######## design 1 ########
$ cat config.mk
export PLATFORM = sky130hd
export DESIGN_NAME = gcd_arbiter
export DESIGN_NICKNAME = d
export VERILOG_FILES = /design/src/rtl/gcd_arb_pkg.sv /design/src/rtl/rr_picker.sv /design/src/rtl/gcd_arbiter.sv
export SDC_FILE = /design/constraint.sdc
export NUM_CORES = 1
export LEC_CHECK = 0
export CORE_MARGIN = 2
export CORE_UTILIZATION = 30
export DETAILED_ROUTE_END_ITERATION = 12
export PLACE_DENSITY_LB_ADDON = 0.25
export SYNTH_ARGS = -nofsm -noshare
export SYNTH_HDL_FRONTEND = slang
export SYNTH_SLANG_ARGS = --single-unit
$ cat constraint.sdc
create_clock -name CLK -period 4.5 [get_ports CLK]
set_input_delay 0.45 -clock CLK [delete_from_list [all_inputs] [get_ports CLK]]
set_output_delay 0.45 -clock CLK [all_outputs]
set_load 0.02 [all_outputs]
$ cat src/rtl/gcd_arb_pkg.sv
// rtl/gcd_arb_pkg.sv - shared definitions for the GCD arbiter
//
// Purpose: FSM state encoding and default parameter values used by
// gcd_arbiter and its round-robin picker.
// Ports: none (package).

package gcd_arb_pkg;

  typedef enum logic [1:0] {
    ST_IDLE  = 2'b00,
    ST_ISSUE = 2'b01,
    ST_WAIT  = 2'b10,
    ST_RESP  = 2'b11
  } state_e;

  localparam int DEFAULT_N       = 4;
  localparam int DEFAULT_W       = 8;
  localparam int DEFAULT_TIMEOUT = 1024;

endpackage

$ cat src/rtl/rr_picker.sv
// rtl/rr_picker.sv - combinational N-way round-robin selector
//
// Purpose: picks the first asserted request searching upward from
// rr_ptr+1 (mod N), so the last winner has the lowest priority.
// Ports:
//   req      in  N   request vector
//   rr_ptr   in  IW  index of the previous winner
//   grant    out IW  index of the selected requester (0 when none)
//   any_req  out 1   at least one request is asserted

module rr_picker #(
  parameter int N  = 4,
  parameter int IW = $clog2(N)
) (
  input  logic [N-1:0]  req,
  input  logic [IW-1:0] rr_ptr,
  output logic [IW-1:0] grant,
  output logic          any_req
);

  int            idx;
  logic [IW-1:0] idx_t;
  logic          found;

  always_comb begin
    grant   = '0;
    any_req = |req;
    found   = 1'b0;
    idx     = 0;
    idx_t   = '0;
    // k runs 1..N so rr_ptr itself is visited last.
    for (int k = 1; k <= N; k++) begin
      idx   = (int'(rr_ptr) + k) % N;
      idx_t = IW'(idx);
      if (!found && req[idx_t]) begin
        grant = idx_t;
        found = 1'b1;
      end
    end
  end

endmodule

$ cat src/rtl/gcd_arbiter.sv
// rtl/gcd_arbiter.sv - round-robin sharing of one GCD FSMD unit among N requesters
//
// Purpose: grants one requester at a time, latches its operands, starts the
// shared GCD unit, waits for its result under a watchdog and returns the
// result to the winner. Zero operands are answered locally because the
// subtractive GCD would never terminate on them.
// Ports:
//   CLK         in  1    clock, rising edge
//   RESET       in  1    asynchronous active-high reset
//   req         in  N    per-requester request, held until ack
//   x_in, y_in  in  N*W  flattened operands, requester i at [i*W +: W]
//   ack         out N    one-cycle pulse: operands of requester i captured
//   resp_valid  out N    one-cycle pulse: result for requester i present
//   resp_d      out W    result
//   resp_err    out 1    error flag (zero/zero operands or watchdog abort)
//   gcd_go      out 1    start pulse to the GCD controller
//   gcd_x/gcd_y out W    operands to the GCD datapath
//   gcd_abort   out 1    pulse into the GCD unit's synchronous reset
//   gcd_d       in  W    GCD result
//   gcd_done    in  1    GCD result valid pulse

module gcd_arbiter
  import gcd_arb_pkg::*;
#(
  parameter int N       = DEFAULT_N,
  parameter int W       = DEFAULT_W,
  parameter int TIMEOUT = DEFAULT_TIMEOUT
) (
  input  logic           CLK,
  input  logic           RESET,
  input  logic [N-1:0]   req,
  input  logic [N*W-1:0] x_in,
  input  logic [N*W-1:0] y_in,
  output logic [N-1:0]   ack,
  output logic [N-1:0]   resp_valid,
  output logic [W-1:0]   resp_d,
  output logic           resp_err,
  output logic           gcd_go,
  output logic [W-1:0]   gcd_x,
  output logic [W-1:0]   gcd_y,
  output logic           gcd_abort,
  input  logic [W-1:0]   gcd_d,
  input  logic           gcd_done
);

  localparam int IW  = $clog2(N);
  localparam int WDW = $clog2(TIMEOUT);

  state_e         state_q, state_d;
  logic [IW-1:0]  rr_ptr_q, rr_ptr_d;
  logic [IW-1:0]  owner_q, owner_d;
  logic [W-1:0]   x_q, x_d;
  logic [W-1:0]   y_q, y_d;
  logic [WDW-1:0] wd_cnt_q, wd_cnt_d;
  logic [N-1:0]   ack_q, ack_d;
  logic [N-1:0]   resp_valid_q, resp_valid_d;
  logic [W-1:0]   resp_d_q, resp_d_d;
  logic           resp_err_q, resp_err_d;
  logic           gcd_go_q, gcd_go_d;
  logic           gcd_abort_q, gcd_abort_d;
  logic           byp_q, byp_d;

  logic [IW-1:0]  grant;
  logic           any_req;
  logic [W-1:0]   x_sel, y_sel;

  rr_picker #(.N(N), .IW(IW)) u_rr_picker (
    .req     (req),
    .rr_ptr  (rr_ptr_q),
    .grant   (grant),
    .any_req (any_req)
  );

  assign x_sel = x_in[int'(grant)*W +: W];
  assign y_sel = y_in[int'(grant)*W +: W];

  always_comb begin
    state_d      = state_q;
    rr_ptr_d     = rr_ptr_q;
    owner_d      = owner_q;
    x_d          = x_q;
    y_d          = y_q;
    wd_cnt_d     = wd_cnt_q;
    resp_d_d     = resp_d_q;
    resp_err_d   = resp_err_q;
    byp_d        = byp_q;
    ack_d        = '0;
    resp_valid_d = '0;
    gcd_go_d     = 1'b0;
    gcd_abort_d  = 1'b0;

    unique case (state_q)
      ST_IDLE: begin
        if (any_req) begin
          owner_d  = grant;
          rr_ptr_d = grant;
          x_d      = x_sel;
          y_d      = y_sel;
          ack_d    = N'(1) << grant;
          if (x_sel == '0 && y_sel == '0) begin
            resp_d_d   = '0;
            resp_err_d = 1'b1;
            byp_d      = 1'b1;
            state_d    = ST_RESP;
          end else if (x_sel == '0) begin
            resp_d_d   = y_sel;
            resp_err_d = 1'b0;
            byp_d      = 1'b1;
            state_d    = ST_RESP;
          end else if (y_sel == '0) begin
            resp_d_d   = x_sel;
            resp_err_d = 1'b0;
            byp_d      = 1'b1;
            state_d    = ST_RESP;
          end else begin
            state_d = ST_ISSUE;
          end
        end
      end

      ST_ISSUE: begin
        gcd_go_d = 1'b1;
        wd_cnt_d = '0;
        state_d  = ST_WAIT;
      end

      ST_WAIT: begin
        wd_cnt_d = wd_cnt_q + WDW'(1);
        // Done is checked first so a result landing on the last watchdog
        // cycle is delivered rather than aborted.
        if (gcd_done) begin
          resp_d_d     = gcd_d;
          resp_err_d   = 1'b0;
          resp_valid_d = N'(1) << owner_q;
          byp_d        = 1'b0;
          state_d      = ST_RESP;
        end else if (wd_cnt_q == WDW'(TIMEOUT - 1)) begin
          resp_d_d     = '0;
          resp_err_d   = 1'b1;
          resp_valid_d = N'(1) << owner_q;
          gcd_abort_d  = 1'b1;
          byp_d        = 1'b0;
          state_d      = ST_RESP;
        end
      end

      ST_RESP: begin
        // Unit results were already flagged on the way out of WAIT; locally
        // resolved jobs are answered here, on the second cycle after sampling.
        if (byp_q) begin
          resp_valid_d = N'(1) << owner_q;
        end
        byp_d   = 1'b0;
        state_d = ST_IDLE;
      end

      default: state_d = ST_IDLE;
    endcase
  end

  always_ff @(posedge CLK or posedge RESET) begin
    if (RESET) begin
      state_q      <= ST_IDLE;
      rr_ptr_q     <= IW'(N - 1);
      owner_q      <= '0;
      x_q          <= '0;
      y_q          <= '0;
      wd_cnt_q     <= '0;
      ack_q        <= '0;
      resp_valid_q <= '0;
      resp_d_q     <= '0;
      resp_err_q   <= 1'b0;
      gcd_go_q     <= 1'b0;
      gcd_abort_q  <= 1'b0;
      byp_q        <= 1'b0;
    end else begin
      state_q      <= state_d;
      rr_ptr_q     <= rr_ptr_d;
      owner_q      <= owner_d;
      x_q          <= x_d;
      y_q          <= y_d;
      wd_cnt_q     <= wd_cnt_d;
      ack_q        <= ack_d;
      resp_valid_q <= resp_valid_d;
      resp_d_q     <= resp_d_d;
      resp_err_q   <= resp_err_d;
      gcd_go_q     <= gcd_go_d;
      gcd_abort_q  <= gcd_abort_d;
      byp_q        <= byp_d;
    end
  end

  assign ack        = ack_q;
  assign resp_valid = resp_valid_q;
  assign resp_d     = resp_d_q;
  assign resp_err   = resp_err_q;
  assign gcd_go     = gcd_go_q;
  assign gcd_x      = x_q;
  assign gcd_y      = y_q;
  assign gcd_abort  = gcd_abort_q;

endmodule

######## design 2 ########
### config.mk
export PLATFORM = sky130hd
export DESIGN_NAME = centroid_measure_flat
export DESIGN_NICKNAME = d
export VERILOG_FILES = /design/src/rtl/centroid_measure_pkg.sv /design/src/rtl/centroid_measure_if.sv /design/src/rtl/centroid_measure_serial_divider.sv /design/src/rtl/centroid_measure.sv /design/src/flat_wrapper.sv
export SDC_FILE = /design/constraint.sdc
export NUM_CORES = 1
export LEC_CHECK = 0
export ABC_AREA = 1
export CORE_MARGIN = 8
export CORE_UTILIZATION = 68
export DETAILED_ROUTE_END_ITERATION = 10
export HOLD_SLACK_MARGIN = 0.05
export PLACE_DENSITY_LB_ADDON = 0.25
export SETUP_SLACK_MARGIN = 0.05
export SYNTH_ARGS = -nofsm -noshare
export SYNTH_HDL_FRONTEND = slang
export SYNTH_SLANG_ARGS = --single-unit
### constraint.sdc
create_clock -name clk -period 41.9 [get_ports clk]
set_input_delay 6.285 -clock clk [delete_from_list [all_inputs] [get_ports clk]]
set_output_delay 6.285 -clock clk [all_outputs]
set_load 0.01 [all_outputs]
### src/rtl/centroid_measure_pkg.sv
// Shared types and default sizing for the centroid measurement block.
// Optional build macro: CENTROID_ROUND_EN (round-half-up centroid instead of truncation).
package centroid_pkg;

  localparam int DISP_WIDTH_DEF = 11;
  localparam int CNT_WIDTH_DEF  = 22;
  localparam int MIN_PIXELS_DEF = 16;

  // Sum registers must hold the largest coordinate times the largest hit count.
  function automatic int sumWidth(input int cntW, input int dispW);
    return cntW + dispW;
  endfunction

  localparam int SUM_W_DEF = sumWidth(CNT_WIDTH_DEF, DISP_WIDTH_DEF);

  typedef enum logic [1:0] {
    ACCUM = 2'd0,
    DIV   = 2'd1,
    OUT   = 2'd2
  } state_t;

endpackage

### src/rtl/centroid_measure_if.sv
// Pixel-in / measurement-out bundle between the classifier, the centroid
// block and the Kalman tracker. Master is the environment, slave is the block.
interface centroid_measure_if #(
  parameter int DISP_WIDTH = centroid_pkg::DISP_WIDTH_DEF
);
  logic                  pix_valid;
  logic                  pix_hit;
  logic [DISP_WIDTH-1:0] pix_x;
  logic [DISP_WIDTH-1:0] pix_y;
  logic                  frame_end;
  logic [DISP_WIDTH-1:0] z_x;
  logic [DISP_WIDTH-1:0] z_y;
  logic                  valid;
  logic                  busy;
  logic                  lost;
  logic                  overrun;

  modport master (
    output pix_valid, pix_hit, pix_x, pix_y, frame_end,
    input  z_x, z_y, valid, busy, lost, overrun
  );

  modport slave (
    input  pix_valid, pix_hit, pix_x, pix_y, frame_end,
    output z_x, z_y, valid, busy, lost, overrun
  );
endinterface

### src/rtl/centroid_measure_serial_divider.sv
// Restoring unsigned divider, one quotient bit per clock.
// The start cycle already resolves the MSB, so done pulses WIDTH cycles
// after the cycle in which start is high. Only the low QUOT_WIDTH quotient
// bits are brought out.
module serial_divider
  import centroid_pkg::*;
#(
  parameter int WIDTH      = SUM_W_DEF,
  parameter int QUOT_WIDTH = WIDTH
) (
  input  logic                  clk,
  input  logic                  areset,
  input  logic                  start,
  input  logic [WIDTH-1:0]      dividend,
  input  logic [WIDTH-1:0]      divisor,
  output logic [QUOT_WIDTH-1:0] quotient,
  output logic                  done
);
  localparam int CW = $clog2(WIDTH + 1);

  logic [WIDTH-1:0] rem_q, quo_q, div_q;
  logic [WIDTH-1:0] remIn, quoIn, divIn, rem_d, quo_d;
  logic [WIDTH:0]   trial;
  logic [CW-1:0]    count_q;
  logic             run_q, done_q;

  // One restoring step; on start the operands come straight from the inputs.
  always_comb begin
    remIn = start ? '0 : rem_q;
    quoIn = start ? dividend : quo_q;
    divIn = start ? divisor : div_q;
    trial = {remIn, quoIn[WIDTH-1]};
    if (trial >= {1'b0, divIn}) begin
      rem_d = WIDTH'(trial - {1'b0, divIn});
      quo_d = {quoIn[WIDTH-2:0], 1'b1};
    end else begin
      rem_d = trial[WIDTH-1:0];
      quo_d = {quoIn[WIDTH-2:0], 1'b0};
    end
  end

  // Iteration sequencing: first step on start, WIDTH-1 more while running.
  always_ff @(posedge clk or posedge areset) begin
    if (areset) begin
      rem_q   <= '0;
      quo_q   <= '0;
      div_q   <= '0;
      count_q <= '0;
      run_q   <= 1'b0;
      done_q  <= 1'b0;
    end else begin
      done_q <= 1'b0;
      if (start) begin
        rem_q   <= rem_d;
        quo_q   <= quo_d;
        div_q   <= divIn;
        count_q <= CW'(WIDTH - 1);
        run_q   <= 1'b1;
      end else if (run_q) begin
        rem_q   <= rem_d;
        quo_q   <= quo_d;
        count_q <= count_q - CW'(1);
        if (count_q == CW'(1)) begin
          run_q  <= 1'b0;
          done_q <= 1'b1;
        end
      end
    end
  end

  assign quotient = quo_q[QUOT_WIDTH-1:0];
  assign done     = done_q;

endmodule

### src/rtl/centroid_measure.sv
// Per-frame centroid of target pixels for the Kalman tracker.
// Accumulates hit count and coordinate sums, snapshots them on frame_end and
// divides in the background while the next frame accumulates.
// Optional build macro: CENTROID_ROUND_EN adds floor(cnt/2) to each sum
// before division (round half up); latency is the same either way.
module centroid_measure
  import centroid_pkg::*;
#(
  parameter int DISP_WIDTH = DISP_WIDTH_DEF,
  parameter int CNT_WIDTH  = CNT_WIDTH_DEF,
  parameter int MIN_PIXELS = MIN_PIXELS_DEF
) (
  input logic               clk,
  input logic               areset,
  centroid_measure_if.slave bus
);
  localparam int SUM_W = sumWidth(CNT_WIDTH, DISP_WIDTH);

  logic                  hit;
  logic [CNT_WIDTH-1:0]  cnt_q, cnt_d;
  logic [SUM_W-1:0]      sumX_q, sumX_d, sumY_q, sumY_d;
  logic                  sat_q, sat_d;
  logic [SUM_W-1:0]      snapX_d, snapY_d;
  logic [SUM_W-1:0]      snapX_q, snapY_q, snapCnt_q;
  logic                  enough;
  state_t                state_q;
  logic                  startDiv_q, valid_q, busy_q, lost_q, overrun_q;
  logic [DISP_WIDTH-1:0] zX_q, zY_q, quoX, quoY;
  logic                  doneX, doneY;

  assign hit = bus.pix_valid & bus.pix_hit;

  // Running totals including this cycle's pixel; frozen once the counter saturates.
  always_comb begin
    cnt_d  = cnt_q;
    sumX_d = sumX_q;
    sumY_d = sumY_q;
    sat_d  = sat_q;
    if (hit && !sat_q) begin
      if (cnt_q == '1) begin
        sat_d = 1'b1;
      end else begin
        cnt_d  = cnt_q + CNT_WIDTH'(1);
        sumX_d = sumX_q + SUM_W'(bus.pix_x);
        sumY_d = sumY_q + SUM_W'(bus.pix_y);
      end
    end
  end

  // Dividends handed to the dividers, optionally biased for round-half-up.
  always_comb begin
`ifdef CENTROID_ROUND_EN
    snapX_d = SUM_W'({1'b0, sumX_d} + (SUM_W + 1)'(cnt_d >> 1));
    snapY_d = SUM_W'({1'b0, sumY_d} + (SUM_W + 1)'(cnt_d >> 1));
`else
    snapX_d = sumX_d;
    snapY_d = sumY_d;
`endif
  end

  assign enough = !sat_d && (cnt_d >= CNT_WIDTH'(MIN_PIXELS));

  // Accumulators restart empty after every frame_end, whatever the FSM is doing.
  always_ff @(posedge clk or posedge areset) begin
    if (areset) begin
      cnt_q  <= '0;
      sumX_q <= '0;
      sumY_q <= '0;
      sat_q  <= 1'b0;
    end else if (bus.frame_end) begin
      cnt_q  <= '0;
      sumX_q <= '0;
      sumY_q <= '0;
      sat_q  <= 1'b0;
    end else begin
      cnt_q  <= cnt_d;
      sumX_q <= sumX_d;
      sumY_q <= sumY_d;
      sat_q  <= sat_d;
    end
  end

  // Frame FSM: accept or reject a closed frame, wait for division, publish result.
  always_ff @(posedge clk or posedge areset) begin
    if (areset) begin
      state_q    <= ACCUM;
      snapX_q    <= '0;
      snapY_q    <= '0;
      snapCnt_q  <= '0;
      startDiv_q <= 1'b0;
      valid_q    <= 1'b0;
      busy_q     <= 1'b0;
      lost_q     <= 1'b0;
      overrun_q  <= 1'b0;
      zX_q       <= '0;
      zY_q       <= '0;
    end else begin
      startDiv_q <= 1'b0;
      valid_q    <= 1'b0;
      lost_q     <= 1'b0;
      overrun_q  <= 1'b0;
      case (state_q)
        ACCUM: begin
          if (bus.frame_end) begin
            if (enough) begin
              snapX_q    <= snapX_d;
              snapY_q    <= snapY_d;
              snapCnt_q  <= SUM_W'(cnt_d);
              startDiv_q <= 1'b1;
              busy_q     <= 1'b1;
              state_q    <= DIV;
            end else begin
              lost_q <= 1'b1;
            end
          end
        end
        DIV: begin
          if (bus.frame_end) overrun_q <= 1'b1;
          if (doneX && doneY) begin
            zX_q    <= quoX;
            zY_q    <= quoY;
            valid_q <= 1'b1;
            state_q <= OUT;
          end
        end
        OUT: begin
          if (bus.frame_end) overrun_q <= 1'b1;
          busy_q  <= 1'b0;
          state_q <= ACCUM;
        end
        default: begin
          busy_q  <= 1'b0;
          state_q <= ACCUM;
        end
      endcase
    end
  end

  serial_divider #(.WIDTH(SUM_W), .QUOT_WIDTH(DISP_WIDTH)) divX (
    .clk      (clk),
    .areset   (areset),
    .start    (startDiv_q),
    .dividend (snapX_q),
    .divisor  (snapCnt_q),
    .quotient (quoX),
    .done     (doneX)
  );

  serial_divider #(.WIDTH(SUM_W), .QUOT_WIDTH(DISP_WIDTH)) divY (
    .clk      (clk),
    .areset   (areset),
    .start    (startDiv_q),
    .dividend (snapY_q),
    .divisor  (snapCnt_q),
    .quotient (quoY),
    .done     (doneY)
  );

  assign bus.z_x     = zX_q;
  assign bus.z_y     = zY_q;
  assign bus.valid   = valid_q;
  assign bus.busy    = busy_q;
  assign bus.lost    = lost_q;
  assign bus.overrun = overrun_q;

endmodule

### src/flat_wrapper.sv
// flat-port wrapper written by rule: the top's interface ports become plain ports
module centroid_measure_flat import centroid_pkg::*;
#(
  parameter int DISP_WIDTH = DISP_WIDTH_DEF,
  parameter int CNT_WIDTH  = CNT_WIDTH_DEF,
  parameter int MIN_PIXELS = MIN_PIXELS_DEF
)
  (clk, areset, bus_pix_valid, bus_pix_hit, bus_pix_x, bus_pix_y, bus_frame_end, bus_z_x, bus_z_y, bus_valid, bus_busy, bus_lost, bus_overrun);
  centroid_measure_if #(.DISP_WIDTH(DISP_WIDTH)) bus_i ();
  input logic clk;
  input logic areset;
  input wire logic [$bits(bus_i.pix_valid)-1:0] bus_pix_valid;
  input wire logic [$bits(bus_i.pix_hit)-1:0] bus_pix_hit;
  input wire logic [$bits(bus_i.pix_x)-1:0] bus_pix_x;
  input wire logic [$bits(bus_i.pix_y)-1:0] bus_pix_y;
  input wire logic [$bits(bus_i.frame_end)-1:0] bus_frame_end;
  output wire logic [$bits(bus_i.z_x)-1:0] bus_z_x;
  output wire logic [$bits(bus_i.z_y)-1:0] bus_z_y;
  output wire logic [$bits(bus_i.valid)-1:0] bus_valid;
  output wire logic [$bits(bus_i.busy)-1:0] bus_busy;
  output wire logic [$bits(bus_i.lost)-1:0] bus_lost;
  output wire logic [$bits(bus_i.overrun)-1:0] bus_overrun;
  assign bus_i.pix_valid = bus_pix_valid;
  assign bus_i.pix_hit = bus_pix_hit;
  assign bus_i.pix_x = bus_pix_x;
  assign bus_i.pix_y = bus_pix_y;
  assign bus_i.frame_end = bus_frame_end;
  assign bus_z_x = bus_i.z_x;
  assign bus_z_y = bus_i.z_y;
  assign bus_valid = bus_i.valid;
  assign bus_busy = bus_i.busy;
  assign bus_lost = bus_i.lost;
  assign bus_overrun = bus_i.overrun;
  centroid_measure #(.DISP_WIDTH(DISP_WIDTH), .CNT_WIDTH(CNT_WIDTH), .MIN_PIXELS(MIN_PIXELS)) u_core (.clk(clk), .areset(areset), .bus(bus_i));
endmodule
######## design 3 ########
File: config.mk
export PLATFORM = sky130hd
export DESIGN_NAME = vcxo_lock_monitor
export DESIGN_NICKNAME = d
export VERILOG_FILES = /design/src/rtl/vcxo_lock_monitor.sv
export SDC_FILE = /design/constraint.sdc
export NUM_CORES = 1
export LEC_CHECK = 0
export ABC_AREA = 1
export CAP_MARGIN = 0
export CORE_UTILIZATION = 44
export CTS_CLUSTER_SIZE = 40
export DETAILED_ROUTE_END_ITERATION = 10
export PLACE_DENSITY = 0.69
export SETUP_SLACK_MARGIN = 0.4
export SYNTH_ARGS = -nofsm -noshare
export SYNTH_HDL_FRONTEND = slang
export SYNTH_SLANG_ARGS = --single-unit
File: constraint.sdc
create_clock -name tcxo_clk_in -period 15.5 [get_ports tcxo_clk_in]
set_input_delay 4.65 -clock tcxo_clk_in [delete_from_list [all_inputs] [get_ports tcxo_clk_in]]
set_output_delay 4.65 -clock tcxo_clk_in [all_outputs]
set_load 0.05 [all_outputs]
File: src/rtl/vcxo_lock_monitor.sv
// VCXO lock monitor: averages the last 8 frequency-error samples and runs a
// lock FSM with acquire/hold hysteresis and a stale-measurement timeout.
module vcxo_lock_monitor #(
  parameter int LOCK_THR       = 20,
  parameter int UNLOCK_THR     = 50,
  parameter int LOCK_COUNT     = 8,
  parameter int TIMEOUT_CYCLES = 250000
) (
  input  logic        tcxo_clk_in,
  input  logic        reset_in,
  input  logic [23:0] freq_error,
  input  logic        freq_error_valid,
  output logic [23:0] avg_error,
  output logic [1:0]  lock_state,
  output logic        vcxo_locked,
  output logic        lock_lost,
  output logic [15:0] sample_count
);

  localparam int DATA_W = 24;
  localparam int SUM_W  = 27;
  localparam int IDLE_W = $clog2(TIMEOUT_CYCLES + 1);

  localparam logic [DATA_W-1:0] LOCK_THR_U   = DATA_W'(LOCK_THR);
  localparam logic [DATA_W-1:0] UNLOCK_THR_U = DATA_W'(UNLOCK_THR);
  localparam logic [7:0]        LOCK_CNT_U   = 8'(LOCK_COUNT);
  localparam logic [IDLE_W-1:0] IDLE_MAX     = IDLE_W'(TIMEOUT_CYCLES);
  localparam logic [IDLE_W-1:0] IDLE_HIT     = IDLE_W'(TIMEOUT_CYCLES - 1);

  typedef enum logic [1:0] {
    ST_UNLOCKED  = 2'd0,
    ST_ACQUIRING = 2'd1,
    ST_LOCKED    = 2'd2,
    ST_STALE     = 2'd3
  } state_t;

  // The most negative input has no positive twin, so it clips to full scale.
  function automatic logic [DATA_W-1:0] abs_sat(input logic signed [DATA_W-1:0] x);
    if (x == {1'b1, {(DATA_W-1){1'b0}}}) return {1'b0, {(DATA_W-1){1'b1}}};
    else if (x < 0)                       return $unsigned(-x);
    else                                  return $unsigned(x);
  endfunction

  function automatic logic signed [SUM_W-1:0] sext(input logic signed [DATA_W-1:0] x);
    return {{(SUM_W-DATA_W){x[DATA_W-1]}}, x};
  endfunction

  // Floor division by 8; the 27-bit sum of 8 samples always fits back in 24 bits.
  function automatic logic signed [DATA_W-1:0] mean8(input logic signed [SUM_W-1:0] s);
    logic signed [SUM_W-1:0] sh;
    sh = s >>> 3;
    return sh[DATA_W-1:0];
  endfunction

  logic signed [DATA_W-1:0] ring_q [8];
  logic signed [DATA_W-1:0] ring_d [8];
  logic signed [SUM_W-1:0]  sum_q, sum_d;
  logic [2:0]               wr_ptr_q, wr_ptr_d;
  logic [3:0]               fill_q, fill_d;
  logic [7:0]               good_cnt_q, good_cnt_d;
  logic [IDLE_W-1:0]        idle_q, idle_d;
  logic [15:0]              sample_count_q, sample_count_d;
  logic signed [DATA_W-1:0] avg_q, avg_d;
  state_t                   state_q, state_d;
  logic                     locked_q, locked_d;
  logic                     lost_q, lost_d;

  logic signed [DATA_W-1:0] sample;
  logic signed [DATA_W-1:0] oldest;
  logic [DATA_W-1:0]        err_abs;
  logic [DATA_W-1:0]        avg_abs;
  logic [7:0]               cnt_inc;
  logic                     timeout_hit;

  assign sample      = $signed(freq_error);
  assign oldest      = ring_q[wr_ptr_q];
  assign err_abs     = abs_sat(sample);
  assign cnt_inc     = (good_cnt_q >= LOCK_CNT_U) ? LOCK_CNT_U : good_cnt_q + 8'd1;
  assign timeout_hit = (idle_q == IDLE_HIT);

  always_comb begin
    ring_d         = ring_q;
    sum_d          = sum_q;
    wr_ptr_d       = wr_ptr_q;
    fill_d         = fill_q;
    good_cnt_d     = good_cnt_q;
    idle_d         = idle_q;
    sample_count_d = sample_count_q;
    avg_d          = avg_q;
    state_d        = state_q;
    lost_d         = 1'b0;
    avg_abs        = '0;

    if (freq_error_valid) begin
      ring_d[wr_ptr_q] = sample;
      wr_ptr_d         = wr_ptr_q + 3'd1;
      sum_d            = sum_q + sext(sample) - sext(oldest);
      fill_d           = (fill_q == 4'd8) ? fill_q : fill_q + 4'd1;
      avg_d            = mean8(sum_d);
      avg_abs          = abs_sat(avg_d);
      sample_count_d   = sample_count_q + 16'd1;
      idle_d           = '0;

      case (state_q)
        ST_UNLOCKED: begin
          if (err_abs <= LOCK_THR_U) begin
            state_d    = ST_ACQUIRING;
            good_cnt_d = 8'd1;
          end else begin
            good_cnt_d = 8'd0;
          end
        end
        ST_ACQUIRING: begin
          if (err_abs > LOCK_THR_U) begin
            state_d    = ST_UNLOCKED;
            good_cnt_d = 8'd0;
          end else begin
            good_cnt_d = cnt_inc;
            if (cnt_inc >= LOCK_CNT_U && fill_d == 4'd8 && avg_abs <= LOCK_THR_U)
              state_d = ST_LOCKED;
          end
        end
        ST_LOCKED: begin
          if (err_abs > UNLOCK_THR_U) begin
            state_d    = ST_UNLOCKED;
            good_cnt_d = 8'd0;
            lost_d     = 1'b1;
          end
        end
        default: begin
          // First sample after a stale period only re-arms the FSM.
          state_d    = ST_UNLOCKED;
          good_cnt_d = 8'd0;
        end
      endcase
    end else begin
      if (idle_q != IDLE_MAX) idle_d = idle_q + IDLE_W'(1);
      if (timeout_hit && (state_q == ST_ACQUIRING || state_q == ST_LOCKED)) begin
        state_d    = ST_STALE;
        good_cnt_d = 8'd0;
        lost_d     = (state_q == ST_LOCKED);
      end
    end

    locked_d = (state_d == ST_LOCKED);
  end

  always_ff @(posedge tcxo_clk_in or posedge reset_in) begin
    if (reset_in) begin
      for (int i = 0; i < 8; i++) ring_q[i] <= '0;
      sum_q          <= '0;
      wr_ptr_q       <= '0;
      fill_q         <= '0;
      good_cnt_q     <= '0;
      idle_q         <= '0;
      sample_count_q <= '0;
      avg_q          <= '0;
      state_q        <= ST_UNLOCKED;
      locked_q       <= 1'b0;
      lost_q         <= 1'b0;
    end else begin
      ring_q         <= ring_d;
      sum_q          <= sum_d;
      wr_ptr_q       <= wr_ptr_d;
      fill_q         <= fill_d;
      good_cnt_q     <= good_cnt_d;
      idle_q         <= idle_d;
      sample_count_q <= sample_count_d;
      avg_q          <= avg_d;
      state_q        <= state_d;
      locked_q       <= locked_d;
      lost_q         <= lost_d;
    end
  end

  assign avg_error    = avg_q;
  assign lock_state   = state_q;
  assign vcxo_locked  = locked_q;
  assign lock_lost    = lost_q;
  assign sample_count = sample_count_q;

endmodule

######## design 4 ########
## config.mk

```make
export PLATFORM = sky130hd
export DESIGN_NAME = button_bounce_gen
export DESIGN_NICKNAME = d
export VERILOG_FILES = /design/src/rtl/button_bounce_gen.sv
export SDC_FILE = /design/constraint.sdc
export NUM_CORES = 1
export LEC_CHECK = 0
export ABC_AREA = 1
export ABC_CLOCK_PERIOD_IN_PS = 3330
export CORE_MARGIN = 2
export CORE_UTILIZATION = 56
export CTS_CLUSTER_DIAMETER = 60
export DETAILED_ROUTE_END_ITERATION = 10
export PLACE_DENSITY_LB_ADDON = 0.08
export SETUP_SLACK_MARGIN = 0.15
export SLEW_MARGIN = 15
export SYNTH_ARGS = -nofsm -noshare
export SYNTH_HDL_FRONTEND = slang
export SYNTH_SLANG_ARGS = --single-unit
```

## constraint.sdc

```tcl
create_clock -name clk -period 3.33 [get_ports clk]
set_input_delay 0.8325 -clock clk [delete_from_list [all_inputs] [get_ports clk]]
set_output_delay 0.8325 -clock clk [all_outputs]
set_load 0.005 [all_outputs]
```

## src/rtl/button_bounce_gen.sv

```systemverilog
// Emulates a bouncing mechanical contact: after a start request the output toggles
// 2*n_bounces+1 times at LFSR-random gaps, holds for SETTLE cycles, then pulses done.
module button_bounce_gen #(
    parameter int GAP_W  = 5,
    parameter int SETTLE = 20
) (
    input  logic        clk,
    input  logic        rst_n,
    input  logic        start,
    input  logic        target,
    input  logic [2:0]  n_bounces,
    input  logic        seed_load,
    input  logic [15:0] seed,
    output logic        button,
    output logic        busy,
    output logic        done
);
    localparam int GCW = GAP_W + 1;
    localparam int SCW = $clog2(SETTLE + 1);
    localparam logic [15:0] LFSR_INIT = 16'hACE1;

    typedef enum logic [1:0] {ST_IDLE, ST_BOUNCE, ST_SETTLE} state_t;

    state_t         state, state_n;
    logic [15:0]    lfsr, lfsr_n;
    logic [3:0]     edges, edges_n;
    logic [GCW-1:0] gap, gap_n, gap_cap;
    logic [SCW-1:0] settle, settle_n;
    logic           target_q, target_n;
    logic           button_n, busy_n, done_n;
    logic           fb;

    assign fb      = lfsr[15] ^ lfsr[13] ^ lfsr[12] ^ lfsr[10];
    // Gap counter holds g+1 so the next toggle lands exactly g+1 cycles later.
    assign gap_cap = GCW'(lfsr[GAP_W-1:0]) + GCW'(1);

    always_comb begin
        lfsr_n = {lfsr[14:0], fb};
        if (seed_load)
            lfsr_n = (seed == 16'h0000) ? LFSR_INIT : seed;
    end

    always_comb begin
        state_n  = state;
        button_n = button;
        busy_n   = busy;
        done_n   = 1'b0;
        target_n = target_q;
        edges_n  = edges;
        gap_n    = gap;
        settle_n = settle;
        case (state)
            ST_IDLE: begin
                // The done cycle is still IDLE, so a start there must be masked.
                if (start && !done) begin
                    target_n = target;
                    busy_n   = 1'b1;
                    if (target != button) begin
                        button_n = target;
                        if (n_bounces == 3'd0) begin
                            state_n  = ST_SETTLE;
                            settle_n = SCW'(SETTLE);
                        end else begin
                            state_n = ST_BOUNCE;
                            edges_n = {n_bounces, 1'b0};
                            gap_n   = gap_cap;
                        end
                    end else begin
                        state_n  = ST_SETTLE;
                        settle_n = SCW'(SETTLE);
                    end
                end
            end
            ST_BOUNCE: begin
                if (gap == GCW'(1)) begin
                    edges_n = edges - 4'd1;
                    if (edges == 4'd1) begin
                        button_n = target_q;
                        state_n  = ST_SETTLE;
                        settle_n = SCW'(SETTLE);
                        gap_n    = '0;
                    end else begin
                        button_n = ~button;
                        gap_n    = gap_cap;
                    end
                end else begin
                    gap_n = gap - GCW'(1);
                end
            end
            ST_SETTLE: begin
                if (settle == SCW'(1)) begin
                    done_n   = 1'b1;
                    busy_n   = 1'b0;
                    state_n  = ST_IDLE;
                    settle_n = '0;
                end else begin
                    settle_n = settle - SCW'(1);
                end
            end
            default: state_n = ST_IDLE;
        endcase
    end

    always_ff @(posedge clk or negedge rst_n) begin
        if (!rst_n) begin
            state    <= ST_IDLE;
            lfsr     <= LFSR_INIT;
            edges    <= '0;
            gap      <= '0;
            settle   <= '0;
            target_q <= 1'b0;
            button   <= 1'b0;
            busy     <= 1'b0;
            done     <= 1'b0;
        end else begin
            state    <= state_n;
            lfsr     <= lfsr_n;
            edges    <= edges_n;
            gap      <= gap_n;
            settle   <= settle_n;
            target_q <= target_n;
            button   <= button_n;
            busy     <= busy_n;
            done     <= done_n;
        end
    end
endmodule

```

Design 2, met3 routing:
(2 px per um)
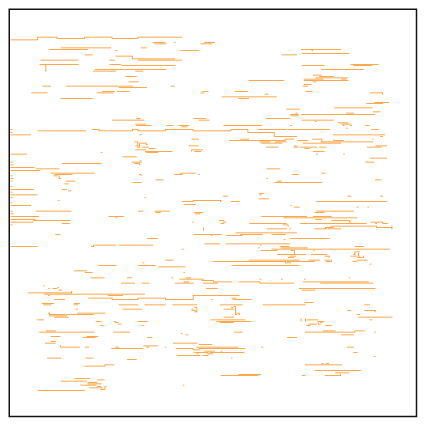
The wires run mostly horizontal. The layer holds 6.2% of the routed length. The layer carries 3650 um of wire. The longest straight run is 58.9 um.
total length of routed wires: 58800 um
routing usage on met3: 4.24%
number of vias in the routed layout: 20802

==> ds_physical_params.txt, design 2 <==
Characteristics after synthesis and place and route

Parameter                              Value

Routing
  Residual DRC count    0
  WL met1    25000 um
  Via count normalized by instance count    5.77
  Uppermost layer routed    met4

Layout
  Layout Area Growth over Synthesis    9.50%
  Fin cells    3606
  Clock buf count    61

Floorplanning
  Core area    34500 um2
  Die boundary height    203 um
  Fp util    69.0%

STA
  Hold Slack    0.469 ns
  Final count of pins violating max slew    0

Logic synthesis
  Top post-synthesis cells by area    sky130_fd_sc_hd__dfrtp_1 44%, sky130_fd_sc_hd__nand2_1 13%, sky130_fd_sc_hd__inv_1 7.0%, sky130_fd_sc_hd__o21ai_0 5.2%, sky130_fd_sc_hd__ha_1 5.0%
  Adder Share, Synth    5.34%
  Synthesized instance count    3117

Critical path
  Maximum single-stage delay on the critical path    0.82 ns

Placement
  Dpl cell area    24500 um2

Global routing
  GRT Overall Usage    28.6%

Clock network
  Buffers inserted during post-CTS setup optimization    0

Status
  Status    finished clean
design 2: layout by cell type, fill, tap and decap left out, drive strengths merged, types with 20 or more instances in the layout:
cell type      instances
buf                   20
nand3                115
o221ai                30
nand4                 24
xor2                  82
dfrtp                420
a21oi                189
clkbuf                61
nor2                 299
xnor2                 35
nor3                  46
o211ai                35
ha                    95
clkdlybuf4s50         51
inv                  452
o21ai                283
nand2                803
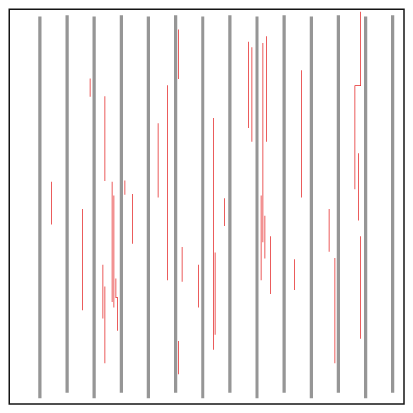
Design 3: metal 4
(2 px per um) Supply wires on this layer in grey.
The wires run mostly vertical. The layer holds 3.1% of the routed length. 24 nets have wire on it. The longest straight run is 116 um. The layer carries 1400 um of wire.
total length of routed wires: 45100 um
number of vias in the routed layout: 14413

Design 3, met3 routing:
(2 px per um)
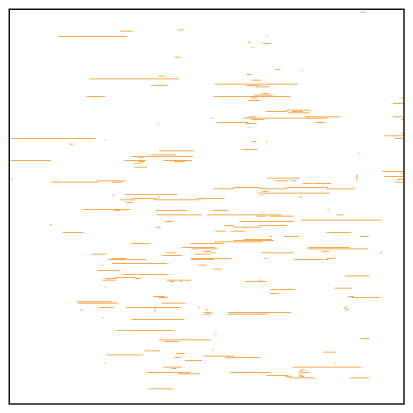
The layer holds 4.7% of the routed length. The wires run mostly horizontal. The layer carries 2120 um of wire.
routing usage on met3: 2.82%

==> ds_physical_params.txt, design 3 <==
Characteristics after synthesis and place and route

Parameter                              Value

Floorplanning
  Fp util    45.1%
  Floorplan die area    38600 um2
  Core area    37000 um2

Layout
  MI comb area    8180 um2
  Clk cell area share    5.34%
  Final antenna diode count    0
  Sequential cell count    272
  Clock buf count    48
  Post-layout utilization of the core    50.2%

Routing
  Routed wire per std cell    16.5 um
  Count of routing violations after the opening detailed-route iteration    1092
  1st-pass router iterations    5
  Metal2 WL    21000 um

Logic synthesis
  Library cell occupying the most area in the post-synthesis netlist    sky130_fd_sc_hd__dfrtp_1
  Chip area in the Yosys report    16700 um2
  Sequential cell area fraction in the yosys report    40.9%
  Top post-synthesis cells by area    sky130_fd_sc_hd__dfrtp_1 41%, sky130_fd_sc_hd__nand2_1 13%, sky130_fd_sc_hd__o21ai_0 9.7%, sky130_fd_sc_hd__inv_1 5.9%, sky130_fd_sc_hd__ha_1 3.2%
  AND-OR/OR-AND Cells, Area Fraction    16.2%
  Synthesis Warnings    0

STA
  Final period util    57.6%
  Slew at the pin closest to its max-slew limit    0.899 ns
  Count of final setup violators    0
  Final count of pins violating max slew    0

Status
  Status    finished clean

Critical path
  Worst endpoint data arrival time    9.45 ns
  Endpoint of the worst setup timing path    vcxo_locked
  Slack of the worst reg-to-reg path    9.69 ns
  Critical path depth    25
  Worst path bufs/invs    5

Min path
  Startpoint of the tightest hold check path    ring_q[77]
  Hold Path Depth    2

Global routing
  Global Route met2 Usage    39.6%
  Via count of the first global-routing pass    13964
  Wire length of the first global-routing pass    74100 um
  Initial antenna violation count    0
## design 3: metrics by stage
stage | instance area [um2] | setup slack [ns]
4_1_cts | 18600 | 6.63
2_1_floorplan | 16700 | 3.35
3_5_place_dp | 17600 | 6.01
5_1_grt | 18600 | 5.90
3_3_place_gp | 17600 | 6.06
6_report | 18600 | 6.58
## design 3: state kept, by name, indices dropped and copies added, names as in the netlist
| register | count |
|---|---|
| fill_q | 4 |
| good_cnt_q | 8 |
| idle_q | 18 |
| lock_lost | 1 |
| lock_state | 2 |
| ring_q | 192 |
| sample_count | 16 |
| sum_q | 27 |
| vcxo_locked | 1 |
| wr_ptr_q | 3 |
Design 1, pin placement:
(4 px per um) Pins as bars across the die edge, other pins in grey.
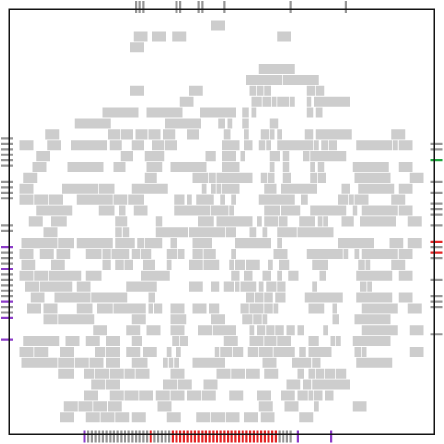
Key: `gcd_y` = purple [pins 8, direction output, edge 5 left, 3 bottom]; `gcd_go` = green [pins 1, direction output, edge right]; `x_in` = red [pins 32, direction input, edge 30 bottom, 2 right]
All pins by edge: 59 bottom, 27 left, 18 right, 10 top.
die boundary height: 106 um
horizontal die size: 106 um
port bufs: 113

==> ds_physical_params.txt, design 1 <==
Characteristics after synthesis and place and route

Parameter                              Value

Critical path
  Worst path bufs/invs    1
  Register-to-Register Path Depth    8
  Maximum single-stage delay on the critical path    0.67 ns
  Reg-to-Reg End    resp_d[0]

STA
  Hold Slack    0.484 ns

Logic synthesis
  Xor and xnor fraction of the mapped netlist area    0.281%
  Nets in the synthesized netlist    387
  Adder Share, Synth    2.01%

Placement
  Cell count after placement    541

Routing
  Uppermost layer routed    met4
  Count of routing violations after the opening detailed-route iteration    116
  Number of nets still failing antenna checks after routing    0

Global routing
  Initial antenna violation count    0
  Via count of the first global-routing pass    2831
  Total global routing overflow    0

Status
  Status    finished clean

Clock network
  CTS buffer count    5
  Clock sink count    52
  PostCTS Resize Cnt    0
  Number of hold-repair buffers added at the cts stage    0

Layout
  Register area    1300 um2
design 1: registers in the layout, summed over array words and instances (netlist names):
signal and flops:
rr_ptr_q 2, resp_valid 4, gcd_go 1, resp_err 1
gcd_x 8, gcd_abort 1, wd_cnt_q 10, owner_q 2
gcd_y 8, resp_d 8, ack 4, byp_q 1
state_q 2
design 1: final cells by class:
| cell class | instances | area share [%] |
|---|---|---|
| well taps | 136 | 3.80 |
| inverters | 10 | 0.838 |
| clock buffers | 5 | 1.54 |
| clock inverters | 3 | 0.503 |
| multi-input cells | 228 | 38.6 |
| repair buffers | 115 | 25.6 |
| flip-flops and latches | 52 | 29.1 |
Design 4, met3 routing:
(6 px per um)
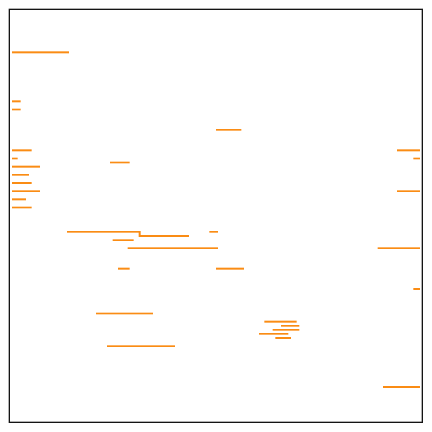
The longest straight run is 14.7 um. The layer holds 3.2% of the routed length. 26 nets have wire on it. The wires run mostly horizontal.
total length of routed wires: 4550 um
number of vias in the routed layout: 2117

==> ds_physical_params.txt, design 4 <==
Characteristics after synthesis and place and route

Parameter                              Value

Layout
  Register area    936 um2
  Layout Area Growth over Synthesis    14.8%
  Flip-flop count of the largest register after layout    16
  Highest-count logic cell in the final layout    sky130_fd_sc_hd__nand2_1

Logic synthesis
  Mean area per synthesized cell    7.02 um2
  Most used DFF post-synth    sky130_fd_sc_hd__dfrtp_1
  Share of the synthesized area in the top cell type    31.0%
  Synthesized cell area    2340 um2
  Chip area in the Yosys report    2340 um2
  Mux cell area share    0%
  Adder Share, Synth    5.35%
  Library cell occupying the most area in the post-synthesis netlist    sky130_fd_sc_hd__dfrtp_1

Routing
  Via count normalized by instance count    5.16
  Residual DRC count    0

Global routing
  Via count of the first global-routing pass    1829
  Initial antenna violation count    0
  GR Layer Usage met1    27.1%

Placement
  Port bufs    26

Status
  Status    finished clean

Clock network
  Deepest clock path buffer count    2

Critical path
  Worst endpoint data arrival time    1.29 ns
  Slack of the worst reg-to-reg path    1.42 ns

Flow run
  Max-cap violations    0

Floorplanning
  Die boundary height    68.6 um
  Core area    4000 um2

STA
  Slew at the pin closest to its max-slew limit    0.834 ns
  Maximum clock frequency    471 MHz
==> design 4: stage by stage <==
stage / hold slack, ns / setup WS, ns / area, um2
global placement: 0.427 / 1.06 / 2590
detailed placement: 0.436 / 1.03 / 2590
floorplan: 0.418 / 1.76 / 2340
global route: 0.463 / 1.17 / 2680
CTS: 0.452 / 1.20 / 2680
finish: 0.445 / 1.20 / 2680


==> gallery <==
Cell outlines without signal wires.
(a)
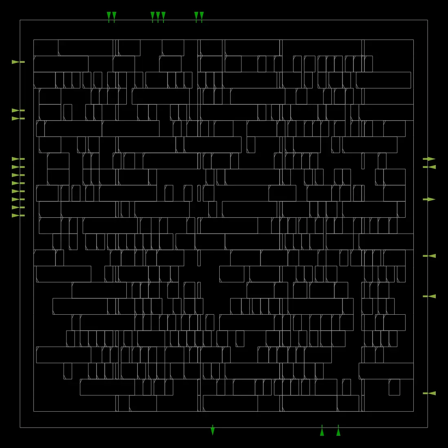
(b)
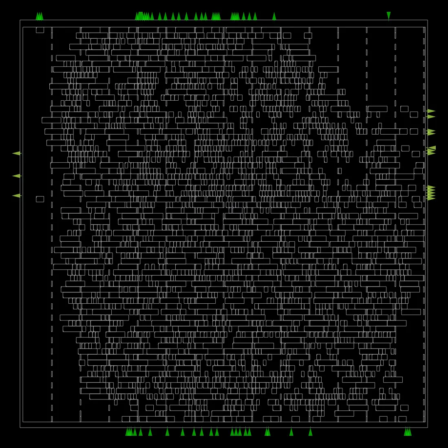
(c)
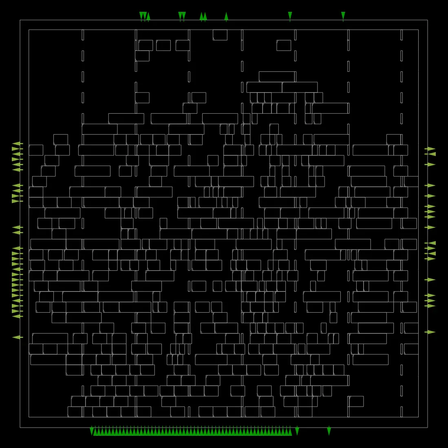
(d)
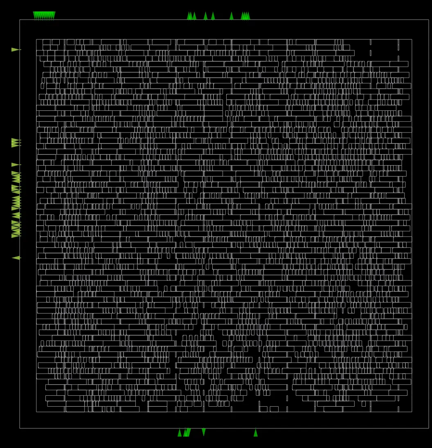
| from | picture |
|---|---|
| design 4 | (a) |
| design 1 | (c) |
| design 2 | (d) |
| design 3 | (b) |


==> notes/layouts.md <==
Pictures saved along the way, in no particular order.

The metal 1 layer.
Plate I
(4 px per um) Supply wires on this layer in grey.
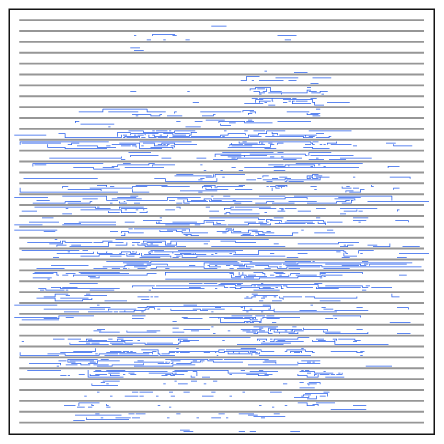
Plate II
(6 px per um) Supply wires on this layer in grey.
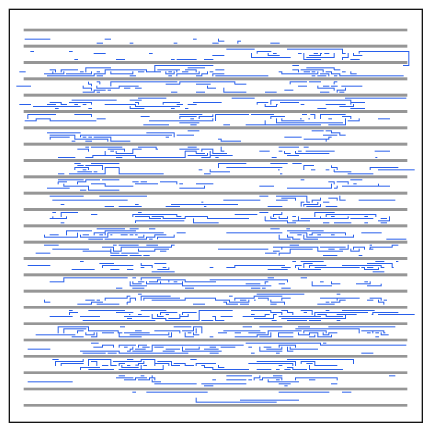
Plate III
(2 px per um) Supply wires on this layer in grey.
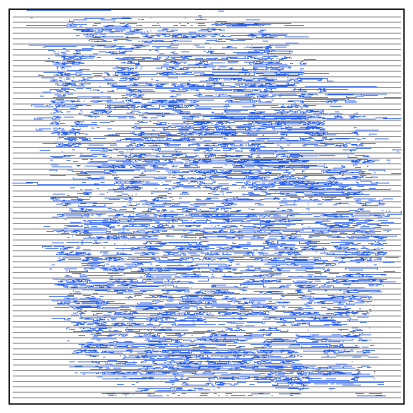
Plate IV
(2 px per um) Supply wires on this layer in grey.
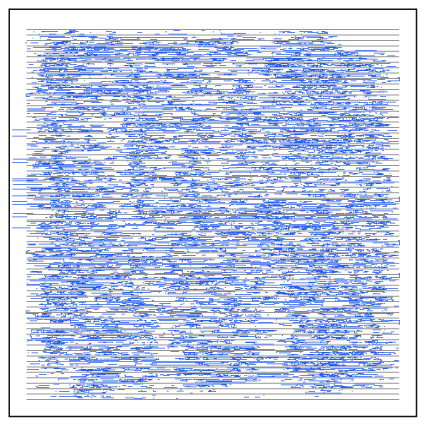
The one with the smallest die is Plate II.
- design 1 = Plate I
- design 3 = Plate III
- design 2 = Plate IV
- design 4 = Plate II

